# block 1

**Block 1: met1 routing**

Cells faint in the background.
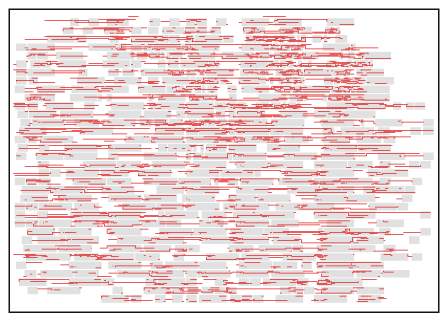
**Block 1: signal wires on met2**

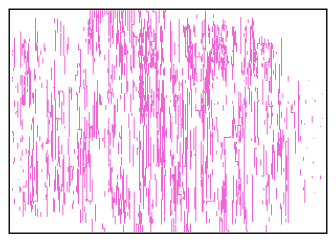
<file path="config.mk">
export PLATFORM = sky130hd
export DESIGN_NAME = mdio_cmd_sequencer
export DESIGN_NICKNAME = d
export VERILOG_FILES = /design/src/rtl/mdio_pkg.sv /design/src/rtl/mdio_sync_fifo.sv /design/src/rtl/mdio_cmd_sequencer.sv
export SDC_FILE = /design/constraint.sdc
export NUM_CORES = 1
export LEC_CHECK = 0
export CAP_MARGIN = 0
export CORE_ASPECT_RATIO = 0.7
export CORE_UTILIZATION = 54
export CTS_CLUSTER_DIAMETER = 50
export DETAILED_ROUTE_END_ITERATION = 7
export PLACE_DENSITY = 0.79
export SLEW_MARGIN = 5
export SYNTH_ARGS = -nofsm -noshare
export SYNTH_HDL_FRONTEND = slang
export SYNTH_SLANG_ARGS = --single-unit
</file>
<file path="constraint.sdc">
create_clock -name clk -period 4.5 [get_ports clk]
set_clock_uncertainty 0.1 [all_clocks]
set_input_delay 0.9 -clock clk [delete_from_list [all_inputs] [get_ports clk]]
set_output_delay 0.9 -clock clk [all_outputs]
set_load 0.01 [all_outputs]
</file>
<file path="src/rtl/mdio_pkg.sv">
// mdio_pkg: MDIO field widths, queued command record and sequencer state encoding
package mdio_pkg;
  localparam int MDIO_PHY_W = 5;
  localparam int MDIO_REG_W = 5;
  localparam int MDIO_DATA_W = 16;
  typedef struct packed {
    logic                   write;
    logic [MDIO_PHY_W-1:0]  phy_addr;
    logic [MDIO_REG_W-1:0]  reg_addr;
    logic [MDIO_DATA_W-1:0] wdata;
  } mdio_cmd_t;
  typedef enum logic [2:0] {
    S_IDLE,
    S_ISSUE,
    S_WAIT_BUSY,
    S_WAIT_DONE,
    S_RESP
  } mdio_seq_state_e;
endpackage

</file>
<file path="src/rtl/mdio_sync_fifo.sv">
// mdio_sync_fifo: sync FIFO with wrap-bit pointers; push_i/pop_i/din_i in, head_o peek plus full_o/empty_o out
module mdio_sync_fifo #(
  parameter int WIDTH = 27,
  parameter int DEPTH = 4
) (
  input  logic             clk,
  input  logic             rst,
  input  logic             push_i,
  input  logic             pop_i,
  input  logic [WIDTH-1:0] din_i,
  output logic [WIDTH-1:0] head_o,
  output logic             full_o,
  output logic             empty_o
);
  localparam int AW = $clog2(DEPTH);
  logic [WIDTH-1:0] mem_q [DEPTH];
  logic [AW:0] wr_q, rd_q;
  assign head_o = mem_q[rd_q[AW-1:0]];
  assign empty_o = wr_q == rd_q;
  assign full_o = wr_q == {~rd_q[AW], rd_q[AW-1:0]};
  always_ff @(posedge clk or posedge rst)
    if (rst) begin
      wr_q <= '0;
      rd_q <= '0;
    end else begin
      wr_q <= wr_q + (AW+1)'(push_i);
      rd_q <= rd_q + (AW+1)'(pop_i);
    end
  always_ff @(posedge clk)
    if (push_i) mem_q[wr_q[AW-1:0]] <= din_i;
endmodule

</file>
<file path="src/rtl/mdio_cmd_sequencer.sv">
// mdio_cmd_sequencer: queues MDIO commands (cmd_*), issues them one at a time to mdio_master (mst_*), returns responses (rsp_*)
module mdio_cmd_sequencer
  import mdio_pkg::*;
#(
  parameter int FIFO_DEPTH = 4,
  parameter int START_WAIT = 4,
  parameter int DONE_TIMEOUT = 255
) (
  input  logic                   clk,
  input  logic                   rst,
  input  logic                   cmd_valid,
  output logic                   cmd_ready,
  input  logic                   cmd_write,
  input  logic [MDIO_PHY_W-1:0]  cmd_phy_addr,
  input  logic [MDIO_REG_W-1:0]  cmd_reg_addr,
  input  logic [MDIO_DATA_W-1:0] cmd_wdata,
  output logic                   rsp_valid,
  input  logic                   rsp_ready,
  output logic                   rsp_write,
  output logic [MDIO_DATA_W-1:0] rsp_rdata,
  output logic                   rsp_timeout,
  output logic [MDIO_PHY_W-1:0]  mst_phy_addr,
  output logic [MDIO_REG_W-1:0]  mst_reg_addr,
  output logic [MDIO_DATA_W-1:0] mst_data_in,
  output logic                   mst_write_en,
  output logic                   mst_start,
  input  logic                   mst_busy,
  input  logic [MDIO_DATA_W-1:0] mst_rdata,
  output logic                   idle
);
  localparam logic [15:0] START_LIM = 16'(START_WAIT - 1);
  localparam logic [15:0] DONE_LIM = 16'(DONE_TIMEOUT - 1);
  mdio_seq_state_e state_q, state_d;
  mdio_cmd_t head;
  logic [15:0] cnt_q, cnt_d, cnt_inc;
  logic full, empty, pop, load, to_resp, timeout;
  logic mst_start_q, mst_write_en_q;
  logic [MDIO_PHY_W-1:0] mst_phy_q;
  logic [MDIO_REG_W-1:0] mst_reg_q;
  logic [MDIO_DATA_W-1:0] mst_data_q, rsp_rdata_q;
  logic rsp_valid_q, rsp_write_q, rsp_timeout_q;
  assign cmd_ready = !full && !rst;
  assign idle = state_q == S_IDLE && empty;
  assign pop = state_q == S_RESP && rsp_ready;
  assign cnt_inc = &cnt_q ? cnt_q : cnt_q + 16'd1;
  assign load = state_q == S_IDLE && state_d == S_ISSUE;
  assign to_resp = state_q != S_RESP && state_d == S_RESP;
  assign timeout = state_q != S_WAIT_DONE || mst_busy;
  mdio_sync_fifo #(
    .WIDTH($bits(mdio_cmd_t)),
    .DEPTH(FIFO_DEPTH)
  ) u_fifo (
    .clk,
    .rst,
    .push_i(cmd_valid && cmd_ready),
    .pop_i(pop),
    .din_i({cmd_write, cmd_phy_addr, cmd_reg_addr, cmd_wdata}),
    .head_o(head),
    .full_o(full),
    .empty_o(empty)
  );
  always_comb begin
    state_d = state_q;
    cnt_d = cnt_q;
    case (state_q)
      S_IDLE: state_d = !empty && !mst_busy ? S_ISSUE : S_IDLE;
      S_ISSUE: begin
        state_d = S_WAIT_BUSY;
        cnt_d = '0;
      end
      S_WAIT_BUSY: begin
        state_d = mst_busy ? S_WAIT_DONE : cnt_q >= START_LIM ? S_RESP : S_WAIT_BUSY;
        cnt_d = mst_busy ? '0 : cnt_inc;
      end
      S_WAIT_DONE: begin
        state_d = !mst_busy || cnt_q >= DONE_LIM ? S_RESP : S_WAIT_DONE;
        cnt_d = cnt_inc;
      end
      S_RESP: state_d = rsp_ready ? S_IDLE : S_RESP;
      default: state_d = S_IDLE;
    endcase
  end
  always_ff @(posedge clk or posedge rst)
    if (rst) begin
      state_q <= S_IDLE;
      cnt_q <= '0;
      mst_start_q <= 1'b0;
      mst_write_en_q <= 1'b0;
      mst_phy_q <= '0;
      mst_reg_q <= '0;
      mst_data_q <= '0;
      rsp_valid_q <= 1'b0;
      rsp_write_q <= 1'b0;
      rsp_timeout_q <= 1'b0;
      rsp_rdata_q <= '0;
    end else begin
      state_q <= state_d;
      cnt_q <= cnt_d;
      mst_start_q <= load;
      if (load) begin
        mst_write_en_q <= head.write;
        mst_phy_q <= head.phy_addr;
        mst_reg_q <= head.reg_addr;
        mst_data_q <= head.wdata;
      end
      if (to_resp) begin
        rsp_valid_q <= 1'b1;
        rsp_write_q <= mst_write_en_q;
        rsp_timeout_q <= timeout;
        rsp_rdata_q <= timeout || mst_write_en_q ? '0 : mst_rdata;
      end else if (pop) rsp_valid_q <= 1'b0;
    end
  assign mst_start = mst_start_q;
  assign mst_write_en = mst_write_en_q;
  assign mst_phy_addr = mst_phy_q;
  assign mst_reg_addr = mst_reg_q;
  assign mst_data_in = mst_data_q;
  assign rsp_valid = rsp_valid_q;
  assign rsp_write = rsp_write_q;
  assign rsp_timeout = rsp_timeout_q;
  assign rsp_rdata = rsp_rdata_q;
endmodule

</file>
==> notes.md <==
run metrics: status complete, but fails checks, failing checks DRC, Top Ports 97, drt total wl between 10000 and 15000 microns, Seq pwr share 0.422, first drt pass iteration count 7, TAP cells about 160, and+or+nand+nor area frac 0.0582, routed wl met2 6450 microns, DRC viols 8, fin crit period 3300 ps, Synth Area per Inst 17.7 sq um, yosys stat chip area 0.00708 sq mm, met1 GRT Util 0.303, Synth area leader edfxtp_1, combinational group power 1.75 mW, Final ANT Viol Nets 0, Fin Setup TNS 0 ps, max-cap viol count 0
About 'met1 routing' of block 1:
share of all routed wire = 45%
wire length on this layer = 6040 microns

About 'signal wires on met2' of block 1:
nets with wire on the layer = 514
main direction = vertical

synthesized netlist by cell type, drive strengths merged, types with 2 or more instances:
master   instances
nand2            8
xnor2            6
edfxtp         108
nand2b           3
a22o            16
nor3             6
dfrtp           72
and3             2
xor2             8
nor4b            2
nand3            6
o211ai           2
clkbuf           4
and3b            2
mux4            27
o21ai            8
nand4            6
o2111ai          2
ha               6
a21oi            6
mux2            28
and2             2
a311oi           2
nor4             5
inv              7
or3              2
nor3b            2
buf             12
nor2            25
mux2i            2

# block 2

**Block 2: met1 routing**

Cells faint in the background.
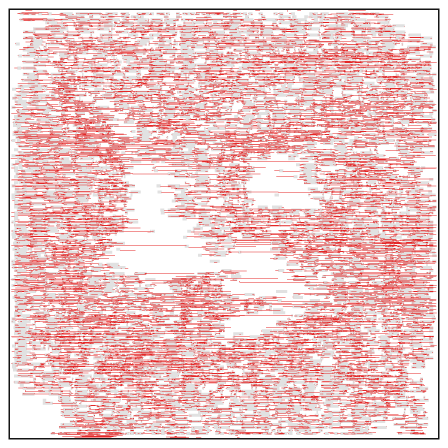
**Block 2: signal wires on met2**

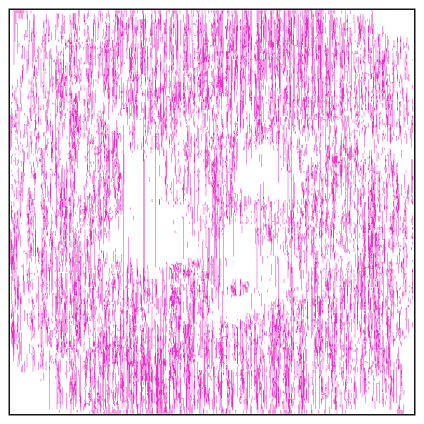
**Block 2: the metal 3 layer**

Cells faint in the background.
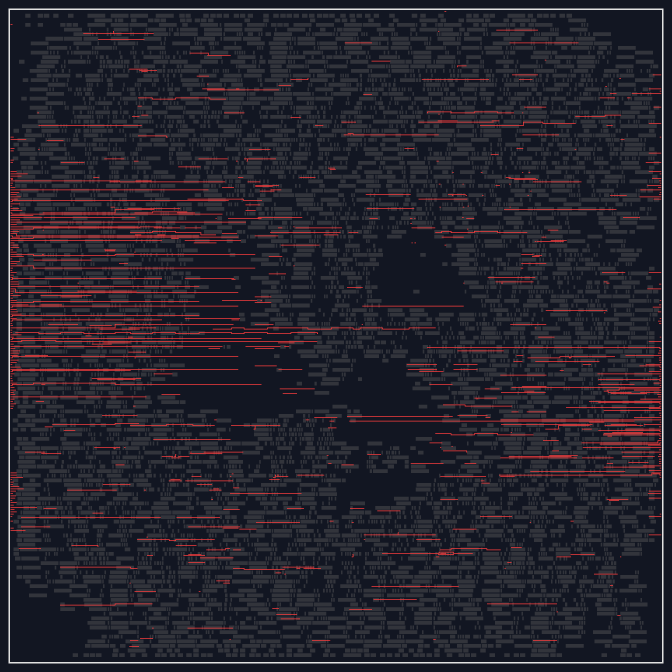
File: config.mk
export PLATFORM = sky130hd
export DESIGN_NAME = c512to8
export DESIGN_NICKNAME = d
export VERILOG_FILES = /design/src/rtl/c512to8_pkg.sv /design/src/rtl/word_fifo2.sv /design/src/rtl/c512to8.sv
export SDC_FILE = /design/constraint.sdc
export NUM_CORES = 2
export LEC_CHECK = 0
export ABC_AREA = 1
export CORE_UTILIZATION = 45
export DETAILED_ROUTE_END_ITERATION = 10
export GPL_TIMING_DRIVEN = 0
export SLEW_MARGIN = 20
export SYNTH_ARGS = -nofsm -noshare
export SYNTH_HDL_FRONTEND = slang
export SYNTH_HIERARCHICAL = 1
export SYNTH_SLANG_ARGS = --single-unit
File: constraint.sdc
create_clock -name clk -period 26.9 [get_ports clk]
set_input_delay 5.38 -clock clk [delete_from_list [all_inputs] [get_ports clk]]
set_output_delay 5.38 -clock clk [all_outputs]
set_load 0.02 [all_outputs]
File: src/rtl/c512to8_pkg.sv
// Shared constants, FSM state type and the per-word last-byte helper for c512to8.
package c512to8_pkg;

    localparam int BYTES_PER_WORD = 60;
    localparam int CTL_SOP_BIT    = 31;
    localparam int CTL_EOP_BIT    = 30;
    localparam int CTL_CNT_MSB    = 5;

    typedef enum logic {
        IDLE  = 1'b0,
        SHIFT = 1'b1
    } state_t;

    // Index of the last byte to emit from a word; a zero or oversized count means a full word.
    function automatic logic [5:0] last_index(input logic eop_word, input logic [CTL_CNT_MSB:0] cnt);
        if (!eop_word || cnt == 6'd0 || cnt > 6'(BYTES_PER_WORD))
            return 6'(BYTES_PER_WORD - 1);
        return cnt - 6'd1;
    endfunction

endpackage

File: src/rtl/word_fifo2.sv
// Two-entry word FIFO; push is ignored when full and pop is ignored when empty.
module word_fifo2 #(
    parameter int WIDTH = 512
) (
    input  logic             clk,
    input  logic             rst,
    input  logic             push,
    input  logic             pop,
    input  logic [WIDTH-1:0] wdata,
    output logic             full,
    output logic             empty,
    output logic [WIDTH-1:0] head
);

    logic [WIDTH-1:0] mem [2];
    logic             rd_ptr;
    logic             wr_ptr;
    logic [1:0]       count;
    logic             do_push;
    logic             do_pop;

    assign full    = (count == 2'd2);
    assign empty   = (count == 2'd0);
    assign do_push = push && !full;
    assign do_pop  = pop && !empty;
    assign head    = mem[rd_ptr];

    always_ff @(posedge clk or negedge rst) begin
        if (!rst) begin
            rd_ptr <= 1'b0;
            wr_ptr <= 1'b0;
            count  <= 2'd0;
        end else begin
            if (do_push)
                wr_ptr <= ~wr_ptr;
            if (do_pop)
                rd_ptr <= ~rd_ptr;
            case ({do_push, do_pop})
                2'b10:   count <= count + 2'd1;
                2'b01:   count <= count - 2'd1;
                default: count <= count;
            endcase
        end
    end

    // Storage needs no reset: occupancy alone decides what is valid.
    always_ff @(posedge clk) begin
        if (do_push)
            mem[wr_ptr] <= wdata;
    end

endmodule

File: src/rtl/c512to8.sv
// 512-bit word to byte-stream serializer with a two-word input buffer and pause handling.
// Optional packet counter output enabled by defining C512TO8_PKTCNT_EN.
//
// state | meaning
// IDLE  | no word loaded; waits for a buffered word and pause low
// SHIFT | word loaded; idx walks 0..last, one byte per unpaused edge
module c512to8
    import c512to8_pkg::*;
#(
    parameter int DATA_WIDTH = 480,
    parameter int CTRL_WIDTH = 32
) (
    input  logic                  clk,
    input  logic                  rst,
    input  logic                  in_wr,
    input  logic [CTRL_WIDTH-1:0] in_ctl,
    input  logic [DATA_WIDTH-1:0] in_data,
    output logic                  in_rdy,
    input  logic                  pause,
    output logic [7:0]            data_out,
    output logic                  datavalid,
    output logic                  newpkt,
    output logic                  eop
`ifdef C512TO8_PKTCNT_EN
    ,
    output logic [7:0]            pktcount
`endif
);

    localparam int WORD_W = CTRL_WIDTH + DATA_WIDTH;

    logic                  fifo_full;
    logic                  fifo_empty;
    logic                  pop;
    logic [WORD_W-1:0]     head;
    logic [CTRL_WIDTH-1:0] head_ctl;
    logic [DATA_WIDTH-1:0] head_data;
    logic                  head_sop;
    logic                  head_eop;
    logic [5:0]            head_last;
    logic                  ctl_unused;

    state_t                state, state_next;
    logic [5:0]            idx, idx_next;
    logic [5:0]            last_q, last_next;
    logic                  cur_eop, cur_eop_next;
    logic [DATA_WIDTH-1:0] sreg, sreg_next;
    logic [7:0]            data_next;
    logic                  dv_next, np_next, eop_next;
    logic                  advance;
    logic                  at_last;

    word_fifo2 #(.WIDTH(WORD_W)) u_fifo (
        .clk   (clk),
        .rst   (rst),
        .push  (in_wr),
        .pop   (pop),
        .wdata ({in_ctl, in_data}),
        .full  (fifo_full),
        .empty (fifo_empty),
        .head  (head)
    );

    assign in_rdy     = !fifo_full;
    assign head_ctl   = head[WORD_W-1 -: CTRL_WIDTH];
    assign head_data  = head[DATA_WIDTH-1:0];
    assign head_sop   = head_ctl[CTL_SOP_BIT];
    assign head_eop   = head_ctl[CTL_EOP_BIT];
    assign head_last  = last_index(head_eop, head_ctl[CTL_CNT_MSB:0]);
    assign ctl_unused = ^head_ctl[CTL_EOP_BIT-1:CTL_CNT_MSB+1];
    assign at_last    = (idx == last_q);

    always_ff @(posedge clk or negedge rst) begin
        if (!rst)
            state <= IDLE;
        else
            state <= state_next;
    end

    always_comb begin
        state_next = state;
        pop        = 1'b0;
        advance    = 1'b0;
        if (!pause) begin
            case (state)
                IDLE: begin
                    if (!fifo_empty) begin
                        pop        = 1'b1;
                        state_next = SHIFT;
                    end
                end
                SHIFT: begin
                    if (!at_last)
                        advance = 1'b1;
                    else if (!fifo_empty)
                        pop = 1'b1;
                    else
                        state_next = IDLE;
                end
                default: state_next = IDLE;
            endcase
        end

        data_next    = data_out;
        sreg_next    = sreg;
        idx_next     = idx;
        last_next    = last_q;
        cur_eop_next = cur_eop;
        dv_next      = 1'b0;
        np_next      = 1'b0;
        eop_next     = 1'b0;
        // A pop always loads, so back-to-back words stream without a gap.
        if (pop) begin
            data_next    = head_data[DATA_WIDTH-1 -: 8];
            sreg_next    = head_data << 8;
            idx_next     = 6'd0;
            last_next    = head_last;
            cur_eop_next = head_eop;
            dv_next      = 1'b1;
            np_next      = head_sop;
            eop_next     = head_eop && (head_last == 6'd0);
        end else if (advance) begin
            data_next = sreg[DATA_WIDTH-1 -: 8];
            sreg_next = sreg << 8;
            idx_next  = idx + 6'd1;
            dv_next   = 1'b1;
            eop_next  = cur_eop && ((idx + 6'd1) == last_q);
        end
    end

    always_ff @(posedge clk or negedge rst) begin
        if (!rst) begin
            data_out  <= 8'd0;
            datavalid <= 1'b0;
            newpkt    <= 1'b0;
            eop       <= 1'b0;
            sreg      <= '0;
            idx       <= 6'd0;
            last_q    <= 6'd0;
            cur_eop   <= 1'b0;
        end else begin
            data_out  <= data_next;
            datavalid <= dv_next;
            newpkt    <= np_next;
            eop       <= eop_next;
            sreg      <= sreg_next;
            idx       <= idx_next;
            last_q    <= last_next;
            cur_eop   <= cur_eop_next;
        end
    end

`ifdef C512TO8_PKTCNT_EN
    always_ff @(posedge clk or negedge rst) begin
        if (!rst)
            pktcount <= 8'd0;
        else if (eop_next)
            pktcount <= pktcount + 8'd1;
    end
`endif

endmodule

==> notes.md <==
run metrics: Clk. pwr 2.17 mW, Setup crit end in_rdy, final hold vios 0, vias in the first global route between 40000 and 50000, drt total wl roughly 160000 microns, hold path startpoint sreg[273], clk latency late pin 780 ps, Sw Share 0.371, reg2reg start u_fifo/count[0], combinational group power 3.17 mW, status complete, no violations, first-pass GRT wire length 256000 microns, Max power group registers, Port Buffer Count just over 500, die width 386 microns, multi-input combinational area share 0.228, Final clock-cell share 0.0648, maximum buffer depth of the clock tree 3
## Picture notes: 'met1 routing' of block 2
wire length on this layer = 72.6 mm
longest straight run = 98.7 microns
main direction = horizontal

## Picture notes: 'signal wires on met2' of block 2
longest straight run = 204 microns
main direction = vertical
share of all routed wire = 47%
wire length on this layer = 77.4 mm
nets with wire on the layer = 6117

## Picture notes: 'the metal 3 layer' of block 2
main direction = horizontal
longest straight run = 168 microns
wire length on this layer = 11200 microns
share of all routed wire = 6.8%

stage by stage:
step / TNS (ps) / hold WS [ps] / instances
2_1_floorplan: 0 / 442 / 6812
3_3_place_gp: -1852160 / 455 / 9232
3_5_place_dp: 0 / 465 / 9270
4_1_cts: 0 / 480 / 9564
5_1_grt: 0 / 493 / 9567
6_report: 0 / 476 / 9574
tightest hold or removal path: cells and delay by family, from the launching register on:
family,cells,cell delay [ps]
and+or+nand+nor,2,110
DFF,1,330


==> screenshots <==
Track usage over the die.
shot_01.png
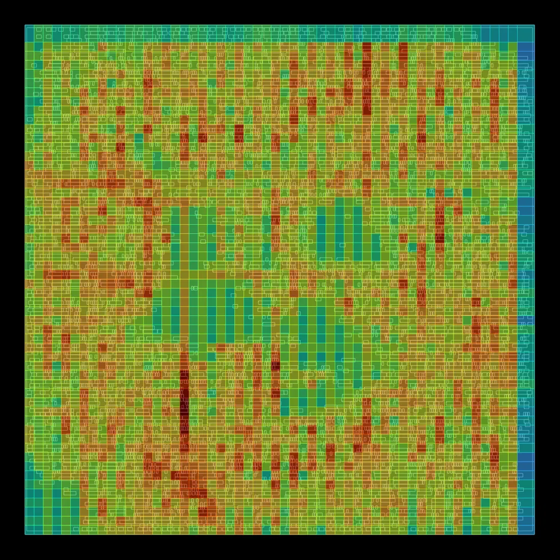
shot_02.png
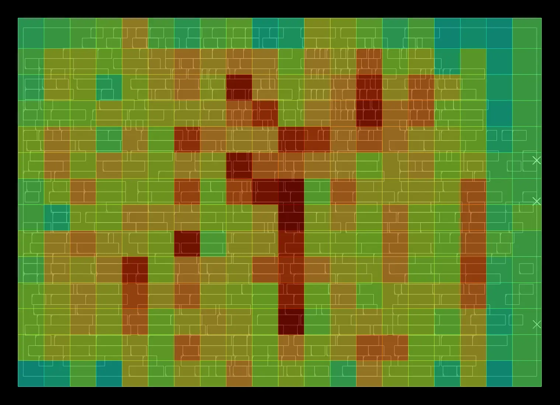
shot_02.png comes from block 1.
shot_01.png comes from block 2.
The one with the highest utilization is shot_02.png.

Power figures rest on the tool's default switching activity, not on a simulated workload.
